=== gelu_lut ===
$ cat config.mk
export PLATFORM = sky130hd
export DESIGN_NAME = gelu_lut
export DESIGN_NICKNAME = d
export VERILOG_FILES = /design/src/rtl/gelu_lut.sv
export SDC_FILE = /design/constraint.sdc
export NUM_CORES = 1
export LEC_CHECK = 0
export ABC_AREA = 1
export ABC_CLOCK_PERIOD_IN_PS = 800
export CAP_MARGIN = 20
export CORE_AREA = 4 4 64 72
export DETAILED_ROUTE_END_ITERATION = 6
export DIE_AREA = 0 0 68 76
export GPL_TIMING_DRIVEN = 1
export SYNTH_ARGS = -nofsm -noshare
export SYNTH_HDL_FRONTEND = slang
export SYNTH_SLANG_ARGS = --single-unit
$ cat constraint.sdc
create_clock -name clk -period 0.8 [get_ports clk]
set_input_delay 0.12 -clock clk [delete_from_list [all_inputs] [get_ports clk]]
set_output_delay 0.12 -clock clk [all_outputs]
set_load 0.005 [all_outputs]
$ cat src/rtl/gelu_lut.sv
// Q4.4 GELU (exact erf form) as a 256-entry ROM, rounded to nearest with ties away from zero.
// One-cycle registered output, accepts a new code every clock with no stall; reset clears y_out asynchronously.
module gelu_lut #(
   parameter int FRAC_BITS = 4
) (
   input  logic                   clk,
   input  logic                   reset,
   input  logic [2*FRAC_BITS-1:0] x_in,
   output logic [2*FRAC_BITS-1:0] y_out
);

   localparam int W = 2 * FRAC_BITS;

   logic signed [W-1:0] x_s;
   logic        [W-1:0] y_d;
   logic        [W-1:0] y_q;

   assign x_s = signed'(x_in);

   // Only codes -35..35 differ from the trivial tails; below -35 the product rounds
   // to zero and above 35 the deviation from identity is under half an LSB.
   always_comb begin
      y_d = '0;
      case (x_s)
         -8'sd35, -8'sd34, -8'sd33, -8'sd32, -8'sd31, -8'sd30,
         -8'sd29, -8'sd28, -8'sd27, -8'sd26, -8'sd25:          y_d = -8'sd1;
         -8'sd24, -8'sd23, -8'sd22, -8'sd21,
         -8'sd20, -8'sd19, -8'sd18, -8'sd17:                   y_d = -8'sd2;
         -8'sd16, -8'sd15, -8'sd14, -8'sd13,
         -8'sd12, -8'sd11, -8'sd10, -8'sd9:                    y_d = -8'sd3;
         -8'sd8, -8'sd7, -8'sd6, -8'sd5, -8'sd4:               y_d = -8'sd2;
         -8'sd3, -8'sd2:                                       y_d = -8'sd1;
         -8'sd1, 8'sd0:                                        y_d = 8'sd0;
         8'sd1, 8'sd2:                                         y_d = 8'sd1;
         8'sd3, 8'sd4:                                         y_d = 8'sd2;
         8'sd5:                                                y_d = 8'sd3;
         8'sd6:                                                y_d = 8'sd4;
         8'sd7:                                                y_d = 8'sd5;
         8'sd8, 8'sd9:                                         y_d = 8'sd6;
         8'sd10:                                               y_d = 8'sd7;
         8'sd11:                                               y_d = 8'sd8;
         8'sd12:                                               y_d = 8'sd9;
         8'sd13:                                               y_d = 8'sd10;
         8'sd14:                                               y_d = 8'sd11;
         8'sd15:                                               y_d = 8'sd12;
         8'sd16:                                               y_d = 8'sd13;
         8'sd17:                                               y_d = 8'sd15;
         8'sd18:                                               y_d = 8'sd16;
         8'sd19:                                               y_d = 8'sd17;
         8'sd20:                                               y_d = 8'sd18;
         8'sd21:                                               y_d = 8'sd19;
         8'sd22:                                               y_d = 8'sd20;
         8'sd23:                                               y_d = 8'sd21;
         8'sd24:                                               y_d = 8'sd22;
         8'sd25:                                               y_d = 8'sd24;
         8'sd26:                                               y_d = 8'sd25;
         8'sd27:                                               y_d = 8'sd26;
         8'sd28:                                               y_d = 8'sd27;
         8'sd29:                                               y_d = 8'sd28;
         8'sd30:                                               y_d = 8'sd29;
         8'sd31:                                               y_d = 8'sd30;
         8'sd32:                                               y_d = 8'sd31;
         8'sd33:                                               y_d = 8'sd32;
         8'sd34:                                               y_d = 8'sd33;
         8'sd35:                                               y_d = 8'sd34;
         default:                                              y_d = (x_s > 8'sd35) ? x_in : '0;
      endcase
   end

   always_ff @(posedge clk or posedge reset) begin
      if (reset) begin
         y_q <= '0;
      end else begin
         y_q <= y_d;
      end
   end

   assign y_out = y_q;

endmodule

=== pca_reconstruct ===
## src/rtl/pca_reconstruct.sv

```systemverilog
// pca_reconstruct: time-multiplexed inverse PCA, x_hat = mu + W^T*y in Q4.12
module pca_reconstruct #(
    parameter int D      = 4,
    parameter int K      = 2,
    parameter int IN_W   = 16,
    parameter int COEF_W = 16,
    parameter int OUT_W  = 16,
    parameter int FRAC   = 12,
    parameter int ACC_W  = 40
) (
    input  logic                 clk,
    input  logic                 rst,
    input  logic                 in_valid,
    output logic                 in_ready,
    input  logic [K*IN_W-1:0]    y_flat,
    output logic                 out_valid,
    input  logic                 out_ready,
    output logic [D*OUT_W-1:0]   x_flat
);
    localparam int DW = D > 1 ? $clog2(D) : 1;
    localparam int KW = K > 1 ? $clog2(K) : 1;
    localparam int PW = IN_W + COEF_W;
    localparam logic signed [ACC_W-1:0] SMAX = (ACC_W'(1) <<< (OUT_W - 1)) - ACC_W'(1);
    localparam logic signed [ACC_W-1:0] SMIN = -SMAX - ACC_W'(1);
    localparam logic signed [ACC_W-1:0] HALF = ACC_W'(1) <<< (FRAC - 1);

    typedef enum logic [1:0] {IDLE, CALC, OUT} state_t;

    state_t                    state_q, state_d;
    logic [DW-1:0]             d_q, d_d;
    logic [KW-1:0]             k_q, k_d;
    logic signed [ACC_W-1:0]   acc_q, acc_d, acc_next, rnd, sum;
    logic [K*IN_W-1:0]         y_q, y_d;
    logic [D*OUT_W-1:0]        x_q, x_d;
    logic signed [IN_W-1:0]    y_sel;
    logic signed [PW-1:0]      prod;
    logic signed [OUT_W-1:0]   sat;

    function automatic logic signed [COEF_W-1:0] w_rom(input int k, input int d);
        logic signed [COEF_W-1:0] r;
        r = '0;
        if (k == 0)
            case (d)
                0: r = COEF_W'(1480);
                1: r = COEF_W'(-346);
                2: r = COEF_W'(3509);
                3: r = COEF_W'(1468);
                default: r = '0;
            endcase
        else if (k == 1)
            case (d)
                0: r = COEF_W'(2689);
                1: r = COEF_W'(2991);
                2: r = COEF_W'(-710);
                3: r = COEF_W'(-309);
                default: r = '0;
            endcase
        return r;
    endfunction

    function automatic logic signed [COEF_W-1:0] mu_rom(input int d);
        logic signed [COEF_W-1:0] r;
        case (d)
            0: r = COEF_W'(23934);
            1: r = COEF_W'(12524);
            2: r = COEF_W'(15393);
            3: r = COEF_W'(4912);
            default: r = '0;
        endcase
        return r;
    endfunction

    // One MAC step plus the round/offset/saturate path for the element being finished
    always_comb begin
        y_sel    = y_q[k_q*IN_W +: IN_W];
        prod     = PW'(y_sel) * PW'(w_rom(int'(k_q), int'(d_q)));
        acc_next = acc_q + ACC_W'(prod);
        rnd      = (acc_next + HALF) >>> FRAC;
        sum      = rnd + ACC_W'(mu_rom(int'(d_q)));
        sat      = sum > SMAX ? SMAX[OUT_W-1:0] : sum < SMIN ? SMIN[OUT_W-1:0] : sum[OUT_W-1:0];
    end

    // Next-state and handshake outputs; results only ever leave through x_q
    always_comb begin
        state_d   = state_q;
        d_d       = d_q;
        k_d       = k_q;
        acc_d     = acc_q;
        y_d       = y_q;
        x_d       = x_q;
        in_ready  = state_q == IDLE;
        out_valid = state_q == OUT;
        case (state_q)
            IDLE: if (in_valid) begin
                y_d     = y_flat;
                acc_d   = '0;
                d_d     = '0;
                k_d     = '0;
                state_d = CALC;
            end
            CALC: if (k_q == KW'(K - 1)) begin
                x_d[d_q*OUT_W +: OUT_W] = sat;
                acc_d = '0;
                k_d   = '0;
                if (d_q == DW'(D - 1)) state_d = OUT;
                else d_d = d_q + DW'(1);
            end else begin
                acc_d = acc_next;
                k_d   = k_q + KW'(1);
            end
            OUT: if (out_ready) state_d = IDLE;
            default: state_d = IDLE;
        endcase
    end

    // State registers; reset discards any vector in flight
    always_ff @(posedge clk or posedge rst) begin
        if (rst) begin
            state_q <= IDLE;
            d_q     <= '0;
            k_q     <= '0;
            acc_q   <= '0;
            y_q     <= '0;
            x_q     <= '0;
        end else begin
            state_q <= state_d;
            d_q     <= d_d;
            k_q     <= k_d;
            acc_q   <= acc_d;
            y_q     <= y_d;
            x_q     <= x_d;
        end
    end

    assign x_flat = x_q;
endmodule

```

## config.mk

```make
export PLATFORM = sky130hd
export DESIGN_NAME = pca_reconstruct
export DESIGN_NICKNAME = d
export VERILOG_FILES = /design/src/rtl/pca_reconstruct.sv
export SDC_FILE = /design/constraint.sdc
export NUM_CORES = 1
export LEC_CHECK = 0
export CORE_AREA = 2 2 187 189
export CTS_CLUSTER_DIAMETER = 30
export DETAILED_ROUTE_END_ITERATION = 10
export DIE_AREA = 0 0 189 191
export GPL_ROUTABILITY_DRIVEN = 0
export PLACE_DENSITY_LB_ADDON = 0.25
export SKIP_CTS_REPAIR_TIMING = 1
export SYNTH_ARGS = -nofsm -noshare
export SYNTH_HDL_FRONTEND = slang
export SYNTH_SLANG_ARGS = --single-unit
```

## constraint.sdc

```tcl
create_clock -name clk -period 12.48 [get_ports clk]
set_input_delay 2.496 -clock clk [delete_from_list [all_inputs] [get_ports clk]]
set_output_delay 2.496 -clock clk [all_outputs]
set_load 0.005 [all_outputs]
```

=== bk_adder_arbiter_flat ===
--- config.mk ---
export PLATFORM = sky130hd
export DESIGN_NAME = bk_adder_arbiter_flat
export DESIGN_NICKNAME = d
export VERILOG_FILES = /design/src/rtl/bk_arb_pkg.sv /design/src/rtl/bk_adder_arbiter_if.sv /design/src/rtl/BrentKung.sv /design/src/rtl/rr_arbiter.sv /design/src/rtl/bk_adder_arbiter.sv /design/src/flat_wrapper.sv
export SDC_FILE = /design/constraint.sdc
export NUM_CORES = 1
export LEC_CHECK = 0
export ABC_AREA = 0
export CAP_MARGIN = 20
export CORE_ASPECT_RATIO = 1.5
export CORE_MARGIN = 1.5
export CORE_UTILIZATION = 35
export DETAILED_ROUTE_END_ITERATION = 8
export PLACE_DENSITY = 0.77
export SLEW_MARGIN = 30
export SYNTH_ARGS = -nofsm -noshare
export SYNTH_HDL_FRONTEND = slang
export SYNTH_HIERARCHICAL = 1
export SYNTH_SLANG_ARGS = --single-unit
--- constraint.sdc ---
create_clock -name clk -period 8.76 [get_ports clk]
set_input_delay 1.314 -clock clk [delete_from_list [all_inputs] [get_ports clk]]
set_output_delay 1.314 -clock clk [all_outputs]
set_load 0.05 [all_outputs]
--- src/rtl/bk_arb_pkg.sv ---
// Shared types and helpers for the Brent-Kung adder arbiter.
// Operand width is fixed by the adder instance.
package bk_arb_pkg;

    localparam int BK_OP_W  = 12;
    localparam int BK_SUM_W = 13;
    localparam int BK_CNT_W = 16;

    typedef logic [BK_OP_W-1:0]  bk_op_t;
    typedef logic [BK_SUM_W-1:0] bk_sum_t;

    // The adder expects A and B bit pairs interleaved: {.., B1, A1, B0, A0}.
    function automatic logic [2*BK_OP_W-1:0] bk_interleave(input bk_op_t a, input bk_op_t b);
        logic [2*BK_OP_W-1:0] r;
        r = '0;
        for (int k = 0; k < BK_OP_W; k++) begin
            r[2*k]   = a[k];
            r[2*k+1] = b[k];
        end
        return r;
    endfunction

endpackage

--- src/rtl/bk_adder_arbiter_if.sv ---
// Request/response bundle between client datapaths and the shared adder.
// master = clients and consumer, slave = bk_adder_arbiter.
interface bk_adder_arbiter_if
    import bk_arb_pkg::*;
#(
    parameter int NUM_REQ = 4
);
    localparam int ID_W = $clog2(NUM_REQ);

    logic [NUM_REQ-1:0]         req_valid;
    logic [NUM_REQ-1:0]         req_ready;
    logic [NUM_REQ*BK_OP_W-1:0] req_a;
    logic [NUM_REQ*BK_OP_W-1:0] req_b;
    logic                       rsp_valid;
    logic                       rsp_ready;
    logic [ID_W-1:0]            rsp_id;
    bk_sum_t                    rsp_sum;
    logic                       busy;

    modport master (
        output req_valid, req_a, req_b, rsp_ready,
        input  req_ready, rsp_valid, rsp_id, rsp_sum, busy
    );

    modport slave (
        input  req_valid, req_a, req_b, rsp_ready,
        output req_ready, rsp_valid, rsp_id, rsp_sum, busy
    );

endinterface

--- src/rtl/BrentKung.sv ---
// 12-bit Brent-Kung parallel-prefix adder, no carry-in.
// Inputs are interleaved: INPUTS[2k]=A[k], INPUTS[2k+1]=B[k].
module BrentKung (
    input  logic [23:0] INPUTS,
    output logic [12:0] OUTS
);

    logic [11:0] a_bits;
    logic [11:0] b_bits;
    logic [11:0] p0;
    logic [11:0] gg;
    logic [11:0] pp;

    always_comb begin
        a_bits = '0;
        b_bits = '0;
        for (int k = 0; k < 12; k++) begin
            a_bits[k] = INPUTS[2*k];
            b_bits[k] = INPUTS[2*k+1];
        end
        p0 = a_bits ^ b_bits;
    end

    // Up-sweep builds power-of-two groups, down-sweep fills in the remaining prefixes.
    always_comb begin
        gg = a_bits & b_bits;
        pp = p0;
        for (int l = 0; l < 4; l++) begin
            for (int i = 0; i < 12; i++) begin
                if ((((i + 1) % (2 << l)) == 0) && (i >= (1 << l))) begin
                    gg[i] = gg[i] | (pp[i] & gg[i - (1 << l)]);
                    pp[i] = pp[i] & pp[i - (1 << l)];
                end
            end
        end
        for (int l = 3; l >= 0; l--) begin
            for (int i = 0; i < 12; i++) begin
                if ((((i + 1) % (2 << l)) == (1 << l)) && (i >= (3 << l) - 1)) begin
                    gg[i] = gg[i] | (pp[i] & gg[i - (1 << l)]);
                    pp[i] = pp[i] & pp[i - (1 << l)];
                end
            end
        end
    end

    always_comb begin
        OUTS[0]  = p0[0];
        OUTS[12] = gg[11];
        for (int i = 1; i < 12; i++) begin
            OUTS[i] = p0[i] ^ gg[i-1];
        end
    end

endmodule

--- src/rtl/rr_arbiter.sv ---
// Combinational round-robin arbiter: search starts at ptr and wraps upward.
// Reusable for any shared resource; enable gates the grant outputs.
module rr_arbiter #(
    parameter int N = 4,
    localparam int IDX_W = (N > 1) ? $clog2(N) : 1
) (
    input  logic [N-1:0]     req,
    input  logic [IDX_W-1:0] ptr,
    input  logic             enable,
    output logic [N-1:0]     grant,
    output logic [IDX_W-1:0] grant_idx,
    output logic             any_grant
);

    int   pos;
    logic found;

    always_comb begin
        grant     = '0;
        grant_idx = '0;
        found     = 1'b0;
        pos       = 0;
        for (int k = 0; k < N; k++) begin
            pos = int'(ptr) + k;
            if (pos >= N) begin
                pos = pos - N;
            end
            if (!found && req[pos]) begin
                found     = 1'b1;
                grant_idx = pos[IDX_W-1:0];
            end
        end
        any_grant = found & enable;
        if (any_grant) begin
            grant[grant_idx] = 1'b1;
        end
    end

endmodule

--- src/rtl/bk_adder_arbiter.sv ---
// Shares one Brent-Kung adder among NUM_REQ requesters with a 1-entry result register.
// Optional per-requester grant counters: define BK_ARB_PERF_EN.
module bk_adder_arbiter
    import bk_arb_pkg::*;
#(
    parameter int NUM_REQ = 4
) (
    input  logic                        clk,
    input  logic                        rst,
    bk_adder_arbiter_if.slave           bus
`ifdef BK_ARB_PERF_EN
    ,
    input  logic                        clr_cnt,
    output logic [NUM_REQ*BK_CNT_W-1:0] grant_cnt
`endif
);

    localparam int ID_W = $clog2(NUM_REQ);
    localparam int OP_W = BK_OP_W;

    logic                 rsp_valid_q, rsp_valid_d;
    logic [ID_W-1:0]      rsp_id_q, rsp_id_d;
    bk_sum_t              rsp_sum_q, rsp_sum_d;
    logic [ID_W-1:0]      ptr_q, ptr_d;

    logic                 slot_free;
    logic [NUM_REQ-1:0]   grant;
    logic [ID_W-1:0]      grant_idx;
    logic                 any_grant;
    bk_op_t               sel_a;
    bk_op_t               sel_b;
    logic [2*OP_W-1:0]    adder_in;
    bk_sum_t              adder_out;

    // Reset is folded in so no requester sees ready while rst is held.
    assign slot_free = (~rsp_valid_q | bus.rsp_ready) & ~rst;

    rr_arbiter #(.N(NUM_REQ)) u_arb (
        .req       (bus.req_valid),
        .ptr       (ptr_q),
        .enable    (slot_free),
        .grant     (grant),
        .grant_idx (grant_idx),
        .any_grant (any_grant)
    );

    always_comb begin
        sel_a    = bus.req_a[grant_idx*OP_W +: OP_W];
        sel_b    = bus.req_b[grant_idx*OP_W +: OP_W];
        adder_in = bk_interleave(sel_a, sel_b);
    end

    BrentKung u_adder (
        .INPUTS (adder_in),
        .OUTS   (adder_out)
    );

    always_comb begin
        rsp_valid_d = rsp_valid_q;
        rsp_id_d    = rsp_id_q;
        rsp_sum_d   = rsp_sum_q;
        ptr_d       = ptr_q;
        if (any_grant) begin
            rsp_valid_d = 1'b1;
            rsp_id_d    = grant_idx;
            rsp_sum_d   = adder_out;
            ptr_d       = (grant_idx == ID_W'(NUM_REQ-1)) ? '0 : grant_idx + 1'b1;
        end else if (bus.rsp_ready) begin
            rsp_valid_d = 1'b0;
        end
    end

    always_ff @(posedge clk or posedge rst) begin
        if (rst) begin
            rsp_valid_q <= 1'b0;
            rsp_id_q    <= '0;
            rsp_sum_q   <= '0;
            ptr_q       <= '0;
        end else begin
            rsp_valid_q <= rsp_valid_d;
            rsp_id_q    <= rsp_id_d;
            rsp_sum_q   <= rsp_sum_d;
            ptr_q       <= ptr_d;
        end
    end

    assign bus.req_ready = grant;
    assign bus.rsp_valid = rsp_valid_q;
    assign bus.rsp_id    = rsp_id_q;
    assign bus.rsp_sum   = rsp_sum_q;
    assign bus.busy      = rsp_valid_q | (|bus.req_valid);

`ifdef BK_ARB_PERF_EN
    logic [NUM_REQ-1:0][BK_CNT_W-1:0] cnt_q, cnt_d;

    always_comb begin
        cnt_d = cnt_q;
        if (clr_cnt) begin
            cnt_d = '0;
        end else if (any_grant && (cnt_q[grant_idx] != {BK_CNT_W{1'b1}})) begin
            cnt_d[grant_idx] = cnt_q[grant_idx] + 1'b1;
        end
    end

    always_ff @(posedge clk or posedge rst) begin
        if (rst) begin
            cnt_q <= '0;
        end else begin
            cnt_q <= cnt_d;
        end
    end

    assign grant_cnt = cnt_q;
`endif

endmodule

--- src/flat_wrapper.sv ---
// flat-port wrapper written by rule: the top's interface ports become plain ports
module bk_adder_arbiter_flat import bk_arb_pkg::*;
#(
    parameter int NUM_REQ = 4
)
  (clk, rst, bus_req_valid, bus_req_a, bus_req_b, bus_rsp_ready, bus_req_ready, bus_rsp_valid, bus_rsp_id, bus_rsp_sum, bus_busy);
  bk_adder_arbiter_if #(.NUM_REQ(NUM_REQ)) bus_i ();
  input  logic clk;
  input  logic rst;
  input wire logic [$bits(bus_i.req_valid)-1:0] bus_req_valid;
  input wire logic [$bits(bus_i.req_a)-1:0] bus_req_a;
  input wire logic [$bits(bus_i.req_b)-1:0] bus_req_b;
  input wire logic [$bits(bus_i.rsp_ready)-1:0] bus_rsp_ready;
  output wire logic [$bits(bus_i.req_ready)-1:0] bus_req_ready;
  output wire logic [$bits(bus_i.rsp_valid)-1:0] bus_rsp_valid;
  output wire logic [$bits(bus_i.rsp_id)-1:0] bus_rsp_id;
  output wire logic [$bits(bus_i.rsp_sum)-1:0] bus_rsp_sum;
  output wire logic [$bits(bus_i.busy)-1:0] bus_busy;
  assign bus_i.req_valid = bus_req_valid;
  assign bus_i.req_a = bus_req_a;
  assign bus_i.req_b = bus_req_b;
  assign bus_i.rsp_ready = bus_rsp_ready;
  assign bus_req_ready = bus_i.req_ready;
  assign bus_rsp_valid = bus_i.rsp_valid;
  assign bus_rsp_id = bus_i.rsp_id;
  assign bus_rsp_sum = bus_i.rsp_sum;
  assign bus_busy = bus_i.busy;
  bk_adder_arbiter #(.NUM_REQ(NUM_REQ)) u_core (.clk(clk), .rst(rst), .bus(bus_i));
endmodule

==> screenshots <==
Logic cells by family.
Plate I
Scale: 6 px per µm.
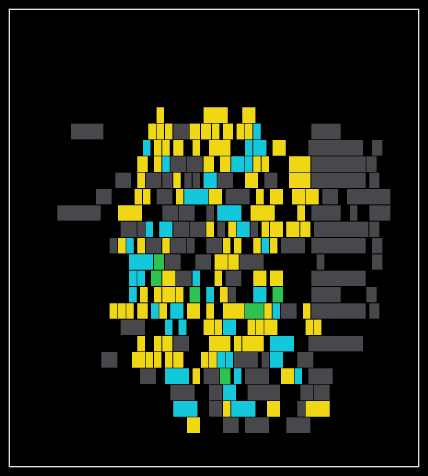
Plate II
Scale: 2 px per µm.
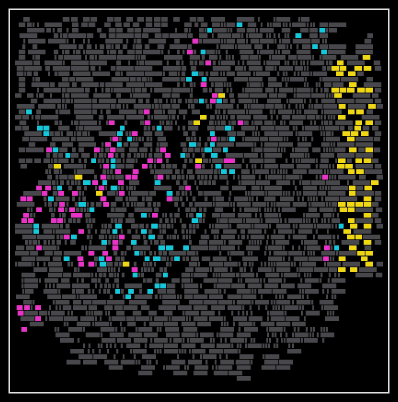
Plate III
Scale: 4 px per µm.
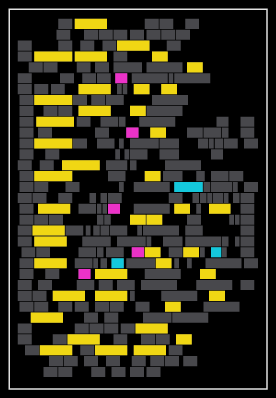
pca_reconstruct: Plate II
bk_adder_arbiter_flat: Plate III
gelu_lut: Plate I
Of these, largest die: Plate II
Of these, fewest cells: Plate I

**pca_reconstruct: M1 wires**

Scale: 2 px per µm. Supply wires on this layer in grey.
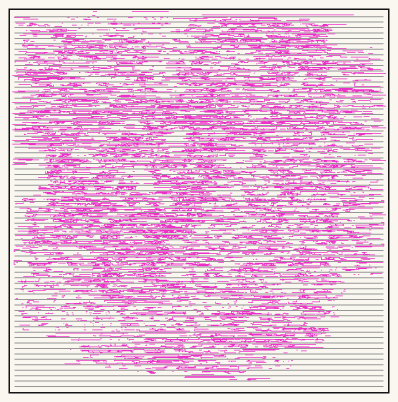
The layer holds 42% of the routed length. The layer carries 22.0 mm of wire.
grt met1 use: 42.1%
DRT Wirelength: 52000 µm

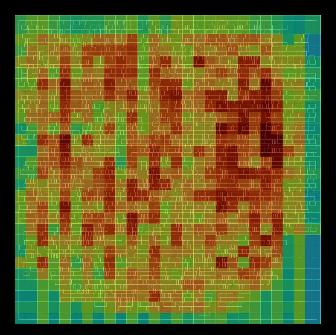
**Above:** pca_reconstruct (routing congestion map).
Core Util, Final: 65.3%
GR Util met2: 50.4%
GR Layer Usage met3: 5.40%
per-cell routed wire length: 19.4 µm
GR peak layer: met2

==> flow_summary_export.csv, pca_reconstruct <==
group,metric,value,unit
worst_setup_path,start_kind,"flip-flop",
final_layout,layout_top_cells,"400 x inv_1, 324 x fa_1, 270 x nand2_1",
worst_setup_path,cp-end-kind,"flip-flop",
final_timing,timing.final.crit_share,93.5,%
cts,clk_pin_slew,0.08,ns
detailed_routing,via_count,15700,
final_layout,flop_area,3530,µm²
final_timing,final_max_slew_viol_count,0,
final_layout,syn_to_final_growth,10.3,%
placement,port_buffers,101,
logic_synthesis,synthArstFlopShare,100,%
logic_synthesis,yosysChipArea,20200,µm²
cts,cts.sinks,141,
placement,place_inst,2648,
status,status,"complete, no violations",
logic_synthesis,ys_sh_adder,40.8,%
final_layout,stdcell_count,2680,
global_route,antenna_found_initial,0,
final_layout,layout_top_cell,"inv_1",
pca_reconstruct: worst paths after layout:
check,to,slack [ns],from,cells past startpoint
max,x_flat[21]$_DFFE_PP0P_,0.81,d_q[0]$_DFFE_PP0P_,37
min reg2reg,acc_q[32]$_DFFE_PP0P_,0.50,acc_q[32]$_DFFE_PP0P_,2
min in group asynchronous,y_q[22]$_DFFE_PP0P_,2.52,rst,2
max reg2reg,x_flat[21]$_DFFE_PP0P_,0.81,d_q[0]$_DFFE_PP0P_,37
max in group asynchronous,k_q$_DFFE_PP0P_,8.49,rst,3
min,acc_q[32]$_DFFE_PP0P_,0.50,acc_q[32]$_DFFE_PP0P_,2
pca_reconstruct: registers in the layout (all words and copies together), names as in the netlist:
name / flops
acc_q: 40
state_q: 2
d_q: 2
x_flat: 64
k_q: 1
y_q: 32
pca_reconstruct: metal layers:
layer  global-route usage [%]  vias up  share of wire [%]
li1                         -     7072                  -
met1                     42.1     7891                 42
met2                     50.4      642                 48
met3                     5.40      118                6.9
met4                     9.92        0                2.8
met5                        0        -                  0
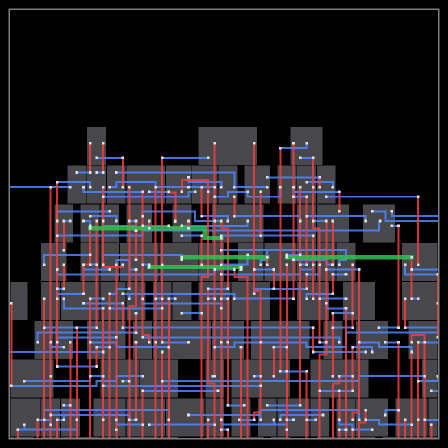
**Above:** gelu_lut (zoomed window).
Region (19, 38) to (49, 68) µm. Cells in grey, sequential cells in the stronger grey; small squares are vias.
Key: red = metal 2; blue = metal 1; green = metal 3
77 logic cells have their middle in the window. Most frequent: nand2_1 (23), buf_4 (11), nand3_1 (7). Sequential cells in the window: 0.

==> flow_summary_export.csv, gelu_lut <==
group,metric,value,unit
global_route,grt_util_met2,21.8,%
worst_setup_path,start_kind,"primary input",
final_timing,setup-violations-final,15,
final_layout,num_antenna_cells,0,
worst_setup_path,cp-end-kind,"flip-flop",
logic_synthesis,yosysCellCount,174,
global_route,grt_pass1_vias,1125,
cts,cts-root-buf,"clkbuf_8",
logic_synthesis,numSynthFlops,8,
placement,gp_congestion,0.864,
cts,cts.sinks,8,
detailed_routing,dr_wl_met2,1540,µm
status,status,"finished, violations left",
floorplan,ios,18,
final_timing,final_max_slew_viol_count,0,
final_layout,layout-drive-gt1-share,47.1,%
logic_synthesis,synth_seq_share,21.4,%
cts,postCtsHoldBufs,0,
cts,clk_pin_slew,0.04,ns
status,violations,"negative setup slack",
logic_synthesis,yosysTopAreaCellShare,28.5,%
final_timing,tns,-0.674,ns
worst_setup_path,crit_family,"simple AND/OR/NAND/NOR gates",
detailed_routing,wl_met3,148,µm
final_timing,fin_ws,-0.138,ns
global_route,use_met1,15.3,%
detailed_routing,drt-met1-wl,1310,µm
logic_synthesis,synth.distinct_cells,19,
global_route,top_usage_layer,"met2",
logic_synthesis,synthFlopType,"dfrtp_1",
==> gelu_lut: final cells by class <==
type | instances | area (µm²) | share of cell area (%)
clock buffer | 3 | 41.3 | 2.58
multi-input combinational | 145 | 774 | 48.4
inverter | 18 | 78.8 | 4.93
timing repair buffer | 51 | 439 | 27.5
tap | 52 | 65.1 | 4.07
sequential | 8 | 200 | 12.5
==> gelu_lut: per-stage QoR <==
| step | setup slack, ns | util, % |
|---|---|---|
| floorplan | -0.132 | - |
| global placement | -0.939 | 34.7 |
| detailed placement | -0.947 | 34.7 |
| CTS | -0.0937 | 38.9 |
| global route | -0.197 | 41.0 |
| finish | -0.138 | 41.0 |
==> gelu_lut: logic make-up after synthesis <==
family | share of synthesized area [%]
buf+inv | 10.3
compound gates | 3.61
flops | 21.4
simple gates | 64.7
==> gelu_lut: repair_timing <==
action	in CTS	in global routing
resized	117	18
pin swaps	25	6
setup endpoints to repair	16	16
setup buffers	6	3
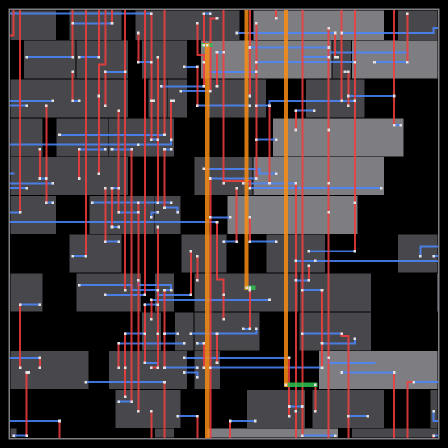
**Above:** bk_adder_arbiter_flat (zoomed window).
Region (17, 51) to (47, 81) µm. Cells in grey, sequential cells in the stronger grey; small squares are vias.
Key: orange = metal 4; green = metal 3; red = metal 2; blue = metal 1
Netlist names of flops here include `u_core/bus.rsp_sum` (4), `u_core/bus.rsp_id` (2). Most frequent: clkdlybuf4s50_1 (9), dfrtp_1 (7), mux2_2 (6). 47 logic cells have their middle in the window. Sequential cells in the window: 7.

==> flow_summary_export.csv, bk_adder_arbiter_flat <==
group,metric,value,unit
floorplan,die_x,64.1,µm
cts,tritoncts,"yes",
worst_setup_path,r2r_start,"u_core/ptr_q[1]$_DFFE_PP0P_",
final_timing,relSlewSlack,56.7,%
floorplan,num_rows,33,
logic_synthesis,common_cells,"18 x dfrtp_1, 18 x mux4_2, 17 x mux2_2",
detailed_routing,wl,4740,µm
job,cap_violations,0,
detailed_routing,viasPerCell,5.06,
final_layout,flop_area,450,µm²
final_timing,tns,0,ns
placement,dp_hpwl,4150,µm
final_layout,num_antenna_cells,0,
final_timing,setup-violations-final,0,
global_route,use_met1,17.8,%
cts,ctsResizeCount,0,
detailed_routing,drt_iter0_markers,52,
floorplan,initial_core_util,36.2,%
placement,port_buffers,123,
worst_setup_path,reg2reg_to,"u_core/bus.rsp_sum[11]$_DFFE_PP0P_",
detailed_routing,wl_met3,242,µm
status,status,"complete, no violations",
final_layout,fin_area,3270,µm²
logic_synthesis,synthFlopType,"dfrtp_1",
final_timing,whs,0.509,ns
worst_hold_path,min_from,"u_core/bus.rsp_sum[5]$_DFFE_PP0P_",
logic_synthesis,mappedNetlistArea,1960,µm²
final_layout,fillers,453,
detailed_routing,drt-pass1-iter-count,4,
global_route,gr-total-overflow,0,
cts,postCtsSetupRepairBufs,0,
final_layout,syn_to_final_growth,67.1,%
final_timing,final_max_slew_viol_count,0,
worst_setup_path,critPathCapture,"u_core/bus.rsp_sum[11]$_DFFE_PP0P_",
detailed_routing,drt-met1-wl,1610,µm
logic_synthesis,numSynthFlops,18,
detailed_routing,drc,0,
logic_synthesis,syn-num-nets,270,
bk_adder_arbiter_flat: cells in the final DEF, fill, tap and decap left out, types with 2 or more instances in the layout:
cell type,instances
a21oi_1,7
clkbuf_8,4
clkdlybuf4s50_1,123
dfrtp_1,18
fa_1,6
ha_1,12
inv_1,15
mux2_2,17
mux4_1,6
mux4_2,18
nand2_1,4
nor2_1,6
nor3_1,3
o21ai_1,3
xnor2_1,3
xor2_1,2
bk_adder_arbiter_flat: registers in the layout, summed over array words and instances (netlist names):
signal and flops:
u_core/bus.rsp_valid 1, u_core/ptr_q 2, u_core/bus.rsp_sum 13, u_core/bus.rsp_id 2
bk_adder_arbiter_flat: critical path, cell delays in order:
cell	delay [ns]
clkdlybuf4s50_1	0.55
inv_1	0.10
a22oi_1	0.22
o221ai_2	0.19
nor2_4	0.13
buf_4	0.40
mux4_2	0.56
ha_1	0.23
fa_1	0.43
a211oi_2	0.30
nor3_2	0.09
o211ai_2	0.17
nand2_1	0.09
fa_1	0.38
xor2_1	0.16
mux2_2	0.26


==> gallery <==
Wiring by layer.
(a)
Scale: 2 px per µm. Two of the layers only.
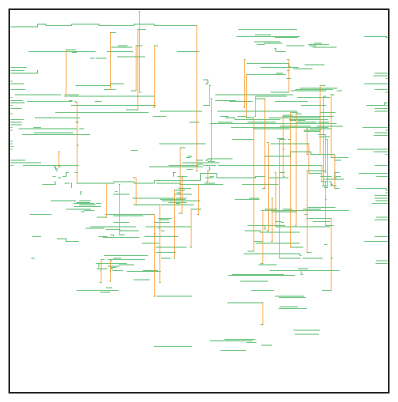
(b)
Scale: 4 px per µm. Two of the layers only.
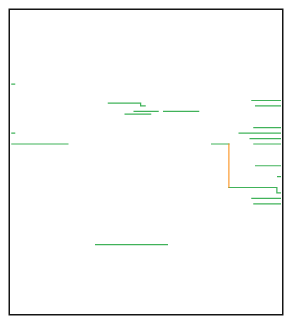
(c)
Scale: 4 px per µm. Two of the layers only.
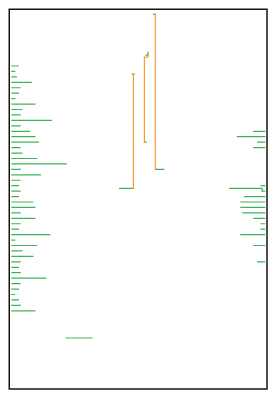
(b) is gelu_lut.
(c) is bk_adder_arbiter_flat.
(a) is pca_reconstruct.
The one with the least wire is (b).
The one with the most wire is (a).

